######## noise_burst_ctrl_flat ########
==> config.mk <==
export PLATFORM = sky130hd
export DESIGN_NAME = noise_burst_ctrl_flat
export DESIGN_NICKNAME = d
export VERILOG_FILES = /design/src/rtl/noise_burst_if.sv /design/src/rtl/noise_burst_ctrl.sv /design/src/flat_wrapper.sv
export SDC_FILE = /design/constraint.sdc
export NUM_CORES = 1
export LEC_CHECK = 0
export ABC_CLOCK_PERIOD_IN_PS = 5880
export CAP_MARGIN = 20
export CORE_UTILIZATION = 50
export DETAILED_ROUTE_END_ITERATION = 8
export HOLD_SLACK_MARGIN = 0.15
export PLACE_DENSITY = 0.74
export SLEW_MARGIN = 5
export SYNTH_ARGS = -nofsm -noshare
export SYNTH_HDL_FRONTEND = slang
export SYNTH_SLANG_ARGS = --single-unit
==> constraint.sdc <==
create_clock -name i_clk -period 5.88 [get_ports i_clk]
set_input_delay 1.176 -clock i_clk [delete_from_list [all_inputs] [get_ports i_clk]]
set_output_delay 1.176 -clock i_clk [all_outputs]
set_load 0.03 [all_outputs]
==> src/rtl/noise_burst_if.sv <==
// Control and sample bus of the white-noise voice sequencer.
// The master side drives strobes and burst settings; the slave side returns samples.
interface noise_burst_if #(
  parameter int unsigned DIV_W = 16,
  parameter int unsigned LEN_W = 16
);
  logic             i_sample_tick;
  logic             i_trig;
  logic [DIV_W-1:0] i_period;
  logic [LEN_W-1:0] i_length;
  logic [7:0]       i_decay;
  logic [15:0]      o_data;
  logic             o_valid;
  logic             o_busy;

  modport master (
    output i_sample_tick, i_trig, i_period, i_length, i_decay,
    input  o_data, o_valid, o_busy
  );

  modport slave (
    input  i_sample_tick, i_trig, i_period, i_length, i_decay,
    output o_data, o_valid, o_busy
  );
endinterface

==> src/rtl/noise_burst_ctrl.sv <==
// White-noise voice sequencer: 16-bit LFSR stepped at a programmable tick rate,
// gated by a trigger-started HOLD/DECAY gain envelope, one sample per tick.
module noise_burst_ctrl #(
  parameter int unsigned DIV_W = 16,
  parameter int unsigned LEN_W = 16,
  parameter logic [15:0] SEED  = 16'hDEAD
) (
  input  logic            i_clk,
  input  logic            i_rst,
  noise_burst_if.slave    bus
);

  typedef enum logic [1:0] {IDLE, HOLD, DECAY} state_t;

  state_t           state;
  logic [0:15]      lfsr;
  logic [7:0]       gain;
  logic [DIV_W-1:0] div_cnt;
  logic [LEN_W-1:0] hold_cnt;
  logic [7:0]       dec_cnt;
  logic [DIV_W-1:0] period_l;
  logic [7:0]       decay_l;

  logic [15:0]        w_adj;
  logic signed [23:0] prod;
  logic [DIV_W-1:0]   period_m1;
  logic               dec_due;

  // r[0] is the word MSB; -32768 is nudged to -32767 so the output stays symmetric.
  // |w*gain| <= 32767*255 fits in 24 signed bits, so bits [23:8] equal the shifted product.
  always_comb begin
    w_adj     = (lfsr == 16'h8000) ? 16'h8001 : lfsr;
    prod      = $signed(w_adj) * $signed({1'b0, gain});
    period_m1 = (period_l == '0) ? '0 : period_l - DIV_W'(1);
    dec_due   = (decay_l == 8'd0) || (dec_cnt >= decay_l - 8'd1);
  end

  always_ff @(posedge i_clk) begin
    if (i_rst) begin
      state       <= IDLE;
      lfsr        <= SEED;
      gain        <= '0;
      div_cnt     <= '0;
      hold_cnt    <= '0;
      dec_cnt     <= '0;
      period_l    <= '0;
      decay_l     <= '0;
      bus.o_data  <= '0;
      bus.o_valid <= 1'b0;
      bus.o_busy  <= 1'b0;
    end else begin
      bus.o_valid <= bus.i_sample_tick;
      if (bus.i_sample_tick)
        bus.o_data <= (state == IDLE) ? '0 : prod[23:8];

      if (bus.i_trig) begin
        period_l   <= bus.i_period;
        decay_l    <= bus.i_decay;
        hold_cnt   <= bus.i_length;
        gain       <= 8'd255;
        dec_cnt    <= '0;
        div_cnt    <= '0;
        state      <= HOLD;
        bus.o_busy <= 1'b1;
      end else if (state != IDLE && bus.i_sample_tick) begin
        if (div_cnt == period_m1) begin
          lfsr    <= {lfsr[15] ^ lfsr[14] ^ lfsr[12] ^ lfsr[3], lfsr[0:14]};
          div_cnt <= '0;
        end else begin
          div_cnt <= div_cnt + DIV_W'(1);
        end

        case (state)
          HOLD: begin
            if (hold_cnt == '0) state <= DECAY;
            else                hold_cnt <= hold_cnt - LEN_W'(1);
          end
          DECAY: begin
            if (dec_due) begin
              gain    <= gain - 8'd1;
              dec_cnt <= '0;
              if (gain == 8'd1) begin
                state      <= IDLE;
                bus.o_busy <= 1'b0;
              end
            end else begin
              dec_cnt <= dec_cnt + 8'd1;
            end
          end
          default: ;
        endcase
      end
    end
  end

endmodule
==> src/flat_wrapper.sv <==
// flat-port wrapper written by rule: the top's interface ports become plain ports
module noise_burst_ctrl_flat 
#(
  parameter int unsigned DIV_W = 16,
  parameter int unsigned LEN_W = 16,
  parameter logic [15:0] SEED  = 16'hDEAD
)
  (i_clk, i_rst, bus_i_sample_tick, bus_i_trig, bus_i_period, bus_i_length, bus_i_decay, bus_o_data, bus_o_valid, bus_o_busy);
  noise_burst_if #(.DIV_W(DIV_W), .LEN_W(LEN_W)) bus_i ();
  input  logic i_clk;
  input  logic i_rst;
  input wire logic [$bits(bus_i.i_sample_tick)-1:0] bus_i_sample_tick;
  input wire logic [$bits(bus_i.i_trig)-1:0] bus_i_trig;
  input wire logic [$bits(bus_i.i_period)-1:0] bus_i_period;
  input wire logic [$bits(bus_i.i_length)-1:0] bus_i_length;
  input wire logic [$bits(bus_i.i_decay)-1:0] bus_i_decay;
  output wire logic [$bits(bus_i.o_data)-1:0] bus_o_data;
  output wire logic [$bits(bus_i.o_valid)-1:0] bus_o_valid;
  output wire logic [$bits(bus_i.o_busy)-1:0] bus_o_busy;
  assign bus_i.i_sample_tick = bus_i_sample_tick;
  assign bus_i.i_trig = bus_i_trig;
  assign bus_i.i_period = bus_i_period;
  assign bus_i.i_length = bus_i_length;
  assign bus_i.i_decay = bus_i_decay;
  assign bus_o_data = bus_i.o_data;
  assign bus_o_valid = bus_i.o_valid;
  assign bus_o_busy = bus_i.o_busy;
  noise_burst_ctrl #(.DIV_W(DIV_W), .LEN_W(LEN_W), .SEED(SEED)) u_core (.i_clk(i_clk), .i_rst(i_rst), .bus(bus_i));
endmodule
######## rr_event_encoder ########
[config.mk]
export PLATFORM = sky130hd
export DESIGN_NAME = rr_event_encoder
export DESIGN_NICKNAME = d
export VERILOG_FILES = /design/src/rtl/rr_event_encoder.sv
export SDC_FILE = /design/constraint.sdc
export NUM_CORES = 1
export LEC_CHECK = 0
export CORE_UTILIZATION = 30
export CTS_CLUSTER_SIZE = 40
export DETAILED_ROUTE_END_ITERATION = 10
export GPL_ROUTABILITY_DRIVEN = 1
export HOLD_SLACK_MARGIN = 0.12
export PLACE_DENSITY = 0.61
export RECOVER_POWER = 50
export SLEW_MARGIN = 5
export SYNTH_ARGS = -nofsm -noshare
export SYNTH_HDL_FRONTEND = slang
export SYNTH_SLANG_ARGS = --single-unit
[constraint.sdc]
create_clock -name clk -period 2.65 [get_ports clk]
set_input_delay 0.265 -clock clk [delete_from_list [all_inputs] [get_ports clk]]
set_output_delay 0.265 -clock clk [all_outputs]
set_load 0.1 [all_outputs]
[src/rtl/rr_event_encoder.sv]
// rr_event_encoder: sticky per-channel event capture with round-robin or fixed-priority grant over valid/ready
module rr_event_encoder #(
  parameter int input_width = 8,
  parameter int round_robin = 1,
  localparam int index_width = (input_width > 1) ? $clog2(input_width) : 1
) (
  input  logic                   clk,
  input  logic                   reset,
  input  logic [input_width-1:0] request,
  input  logic                   ready,
  output logic                   valid,
  output logic [index_width-1:0] index,
  output logic [input_width-1:0] one_hot,
  output logic [input_width-1:0] pending,
  output logic                   collision
);
  localparam logic [input_width-1:0] one = 1;
  logic [index_width-1:0] last, sel;
  logic [input_width-1:0] cand, above, src;
  logic load;
  always_comb begin
    cand = pending | request;
    above = '0;
    for (int i = 0; i < input_width; i++) above[i[index_width-1:0]] = (round_robin != 0) && (i > int'(last));
    // channels after last win first; if none pending there, wrap to the lowest
    src = ((cand & above) != '0) ? (cand & above) : cand;
    sel = '0;
    for (int i = input_width - 1; i >= 0; i--) if (src[i[index_width-1:0]]) sel = i[index_width-1:0];
    load = (!valid || ready) && (cand != '0);
  end
  always_ff @(posedge clk) begin
    if (reset) begin
      pending <= '0;
      valid <= 1'b0;
      index <= '0;
      one_hot <= '0;
      collision <= 1'b0;
      last <= index_width'(input_width - 1);
    end else begin
      collision <= |(request & (pending | (valid ? one_hot : '0)));
      if (load) begin
        valid <= 1'b1;
        index <= sel;
        one_hot <= one << sel;
        last <= sel;
        pending <= cand & ~(one << sel);
      end else begin
        pending <= cand;
        if (valid && ready) begin
          valid <= 1'b0;
          one_hot <= '0;
        end
      end
    end
  end
endmodule


==> layout pictures side by side <==
Placed cells, one colour a class.
picture 1
Bar = 20 microns.
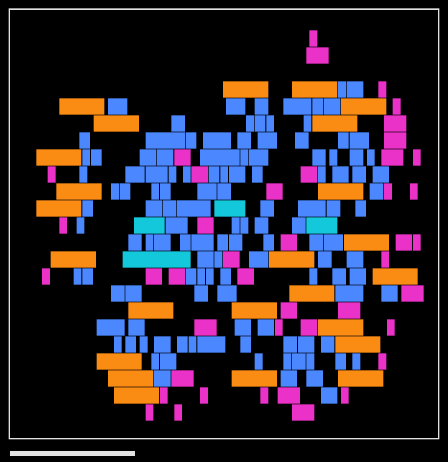
picture 2
Bar = 50 microns.
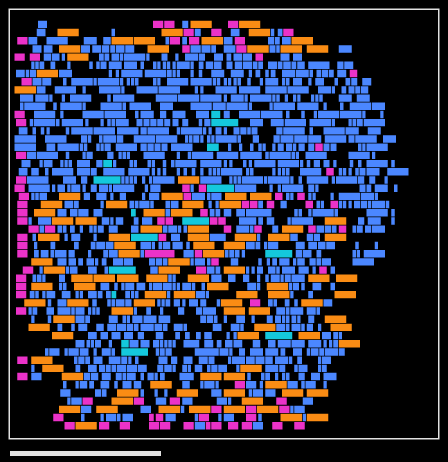
rr_event_encoder: picture 1
noise_burst_ctrl_flat: picture 2
- largest die: picture 2

Key to picture 1:
Key: sequential cells = orange [cells 24, share of their area 30%]; remaining logic cells = blue [cells 124, share of their area 49%]; clock drivers and dummy loads = cyan [cells 4, share of their area 4.4%]; remaining buffers and delay cells = magenta [cells 43, share of their area 17%]

noise_burst_ctrl_flat/floorplan.png
Pins as bars on the die edge. Tap cells in grey.
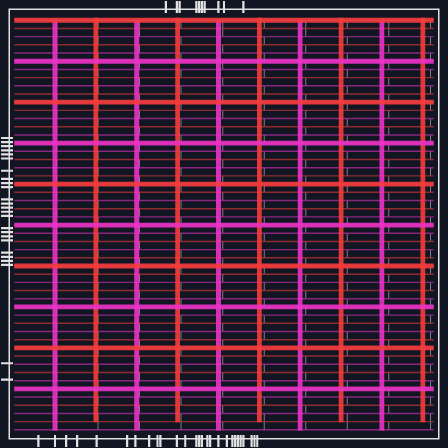
Key: VDD = red; VSS = magenta
51 met1 rails follow the rows. 10 straps on met5.

==> notes.md, noise_burst_ctrl_flat <==
Notes on the physical implementation.

- The run finished with clean final reports.
- The simple-gate share of the synthesized area is 20.7%, for reference.
- met1 track demand over resource after global routing is between 30% and 40%.
- The average detailed-routed wire length per instance is about 15 microns, for reference.
- The first global-routing pass estimated between 30000 and 40000 microns of wire.
- The largest individual stage delay along the critical path comes from the cell sky130_fd_sc_hd__fa_1.
- According to the tapcell log, the count of inserted taps is ~260.
- After layout the clock buffers and inverters come to ~2.5% of cell area.
- sky130_fd_sc_hd__dfxtp_1 takes more of the synthesized area than any other cell.
- The layer with the highest usage after global routing is met2, for reference.
- The number of cell rows is 50, for reference.
- By count the netlist is led by sky130_fd_sc_hd__inv_1, sky130_fd_sc_hd__nor2_1, sky130_fd_sc_hd__nand2_1.
- The final layout reports a setup TNS of 0 ps.
- Across every metal layer, demand over resource in global routing totals 23.0%.
- Wires add up to ~22000 microns.
- Buffers inserted during clock tree synthesis total 9.
- The number of maximum-capacitance constraint violations is 0, for reference.
-- noise_burst_ctrl_flat: timing repair --
action / 4_1_cts / 5_1_grt
gates resized: 0 / 7
endpoints found under the setup margin: 0 / 8
hold buffers: 0 / 0
-- noise_burst_ctrl_flat: flip-flops by register name (all words and copies together) (netlist names) --
signal	cells
u_core.state	2
u_core.gain	8
u_core.decay_l	8
u_core.div_cnt	16
u_core.bus.o_data	16
u_core.lfsr	16
u_core.period_l	16
u_core.bus.o_busy	1
u_core.bus.o_valid	1
u_core.dec_cnt	8
u_core.hold_cnt	16
rr_event_encoder/floorplan.png
Pins as bars on the die edge. Tap cells in grey.
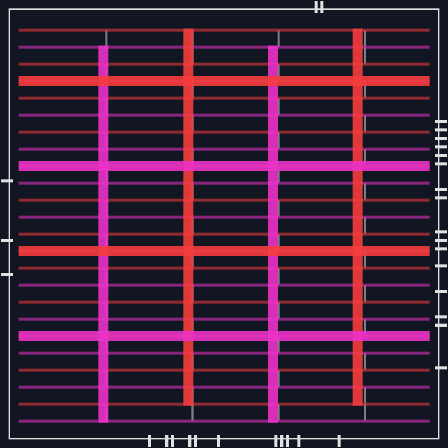
Key: VSS = magenta; VDD = red
4 straps on met5. 50 tap cells. 32 signal pins sit on the boundary.

rr_event_encoder/congestion_map.png
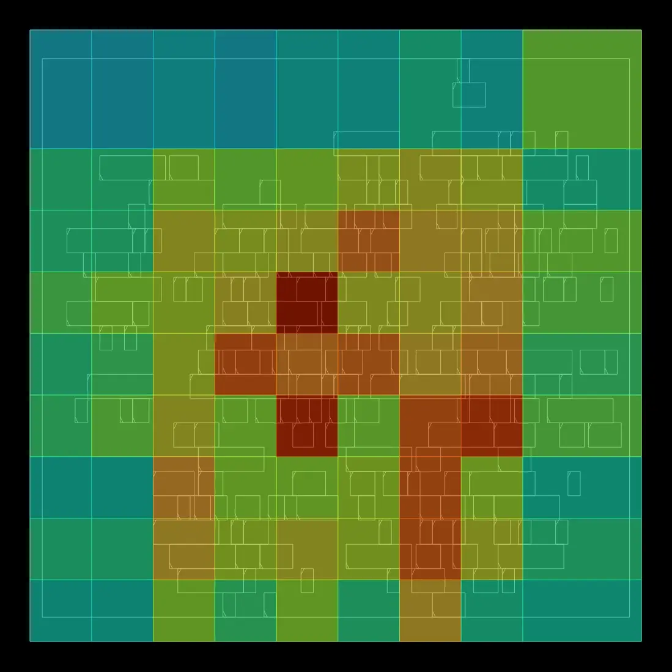
GRT Max-Usage Layer: met2
Total Routing Usage GR: 17.4%
met1 track demand over resource: 21.9%

==> notes.md, rr_event_encoder <==
Notes on the physical implementation.

- The wire length recorded after detailed routing is around 3700 microns.
- The instance count of the mapped netlist is 156, for reference.
- In this run the cell area measured after placement is ~1700 sq um.
- The number of remaining DRC errors is 0, for reference.
- No sink is reached through more buffers than the 2 on the longest clock path.
- The final layout net count is a little over 200, for reference.
- In the post-synthesis netlist, the biggest area contributors are sky130_fd_sc_hd__dfxtp_1, sky130_fd_sc_hd__a21oi_1, sky130_fd_sc_hd__nor2_1.
- The count of tool warnings is 26, for reference.
- The worst path meets setup with roughly 350 ps of slack.
- The number of maximum-capacitance constraint violations is 0, for reference.
- Compared with the post-synthesis result, the final layout area differs by 27.5%.
- The floorplan die area is 4690 sq um, for reference.
- Setup repair after global routing left no endpoint under its margin.
- The number of global-route vias before repair was around 1300.
- The run finished with clean final reports.
- The aggregate global routing overflow is 0, for reference.
- Averaged over all synthesized cells, the footprint is ~8.5 sq um.
- For this block, the initial DRC count from the detailed router was roughly 110.
- Per the final layout report, the fraction of cells sized above drive strength 1 comes to between 15 and 20%.
- The number of resized instances in the post-cts repair step is 0, for reference.
- The tree is rooted in a sky130_fd_sc_hd__clkbuf_8.
- The kind of cell with the highest combined delay on the critical path is simple AND/OR/NAND/NOR gates, for reference.
- The clock skew is around 9.5 ps, for reference.
- The clock latency on the worst-skew pair is 270 ps, for reference.
- The highest metal layer with signal wires is met4, for reference.
- The core utilization of the finished layout is between 40 and 50%, for reference.
- The ratio of routed vias to standard cells is approximately 5.5, for reference.
## rr_event_encoder: worst paths after layout
path	to	slack [ps]	cells after the start
worst max-delay path	pending[3]	350	8
worst min register to register	index[0]	460	2
worst max register to register	pending[3]	420	7
worst min-delay path	index[0]	460	2
## rr_event_encoder: layer usage
| metal | vias up | global-route usage (%) |
|---|---|---|
| li1 | 669 | - |
| met1 | 641 | 21.9 |
| met5 | - | 0 |
| met4 | 0 | 6.25 |
| met2 | 42 | 28.3 |
| met3 | 6 | 4.44 |


## Gallery

Clock wires, drivers and flops.
shot_01.png
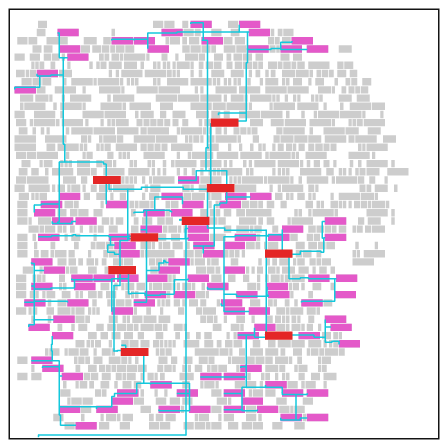
shot_02.png
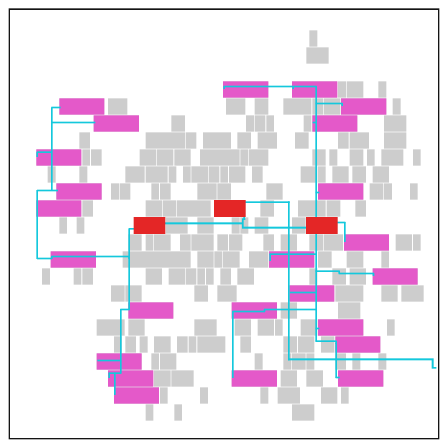
shot_02.png -> rr_event_encoder
shot_01.png -> noise_burst_ctrl_flat

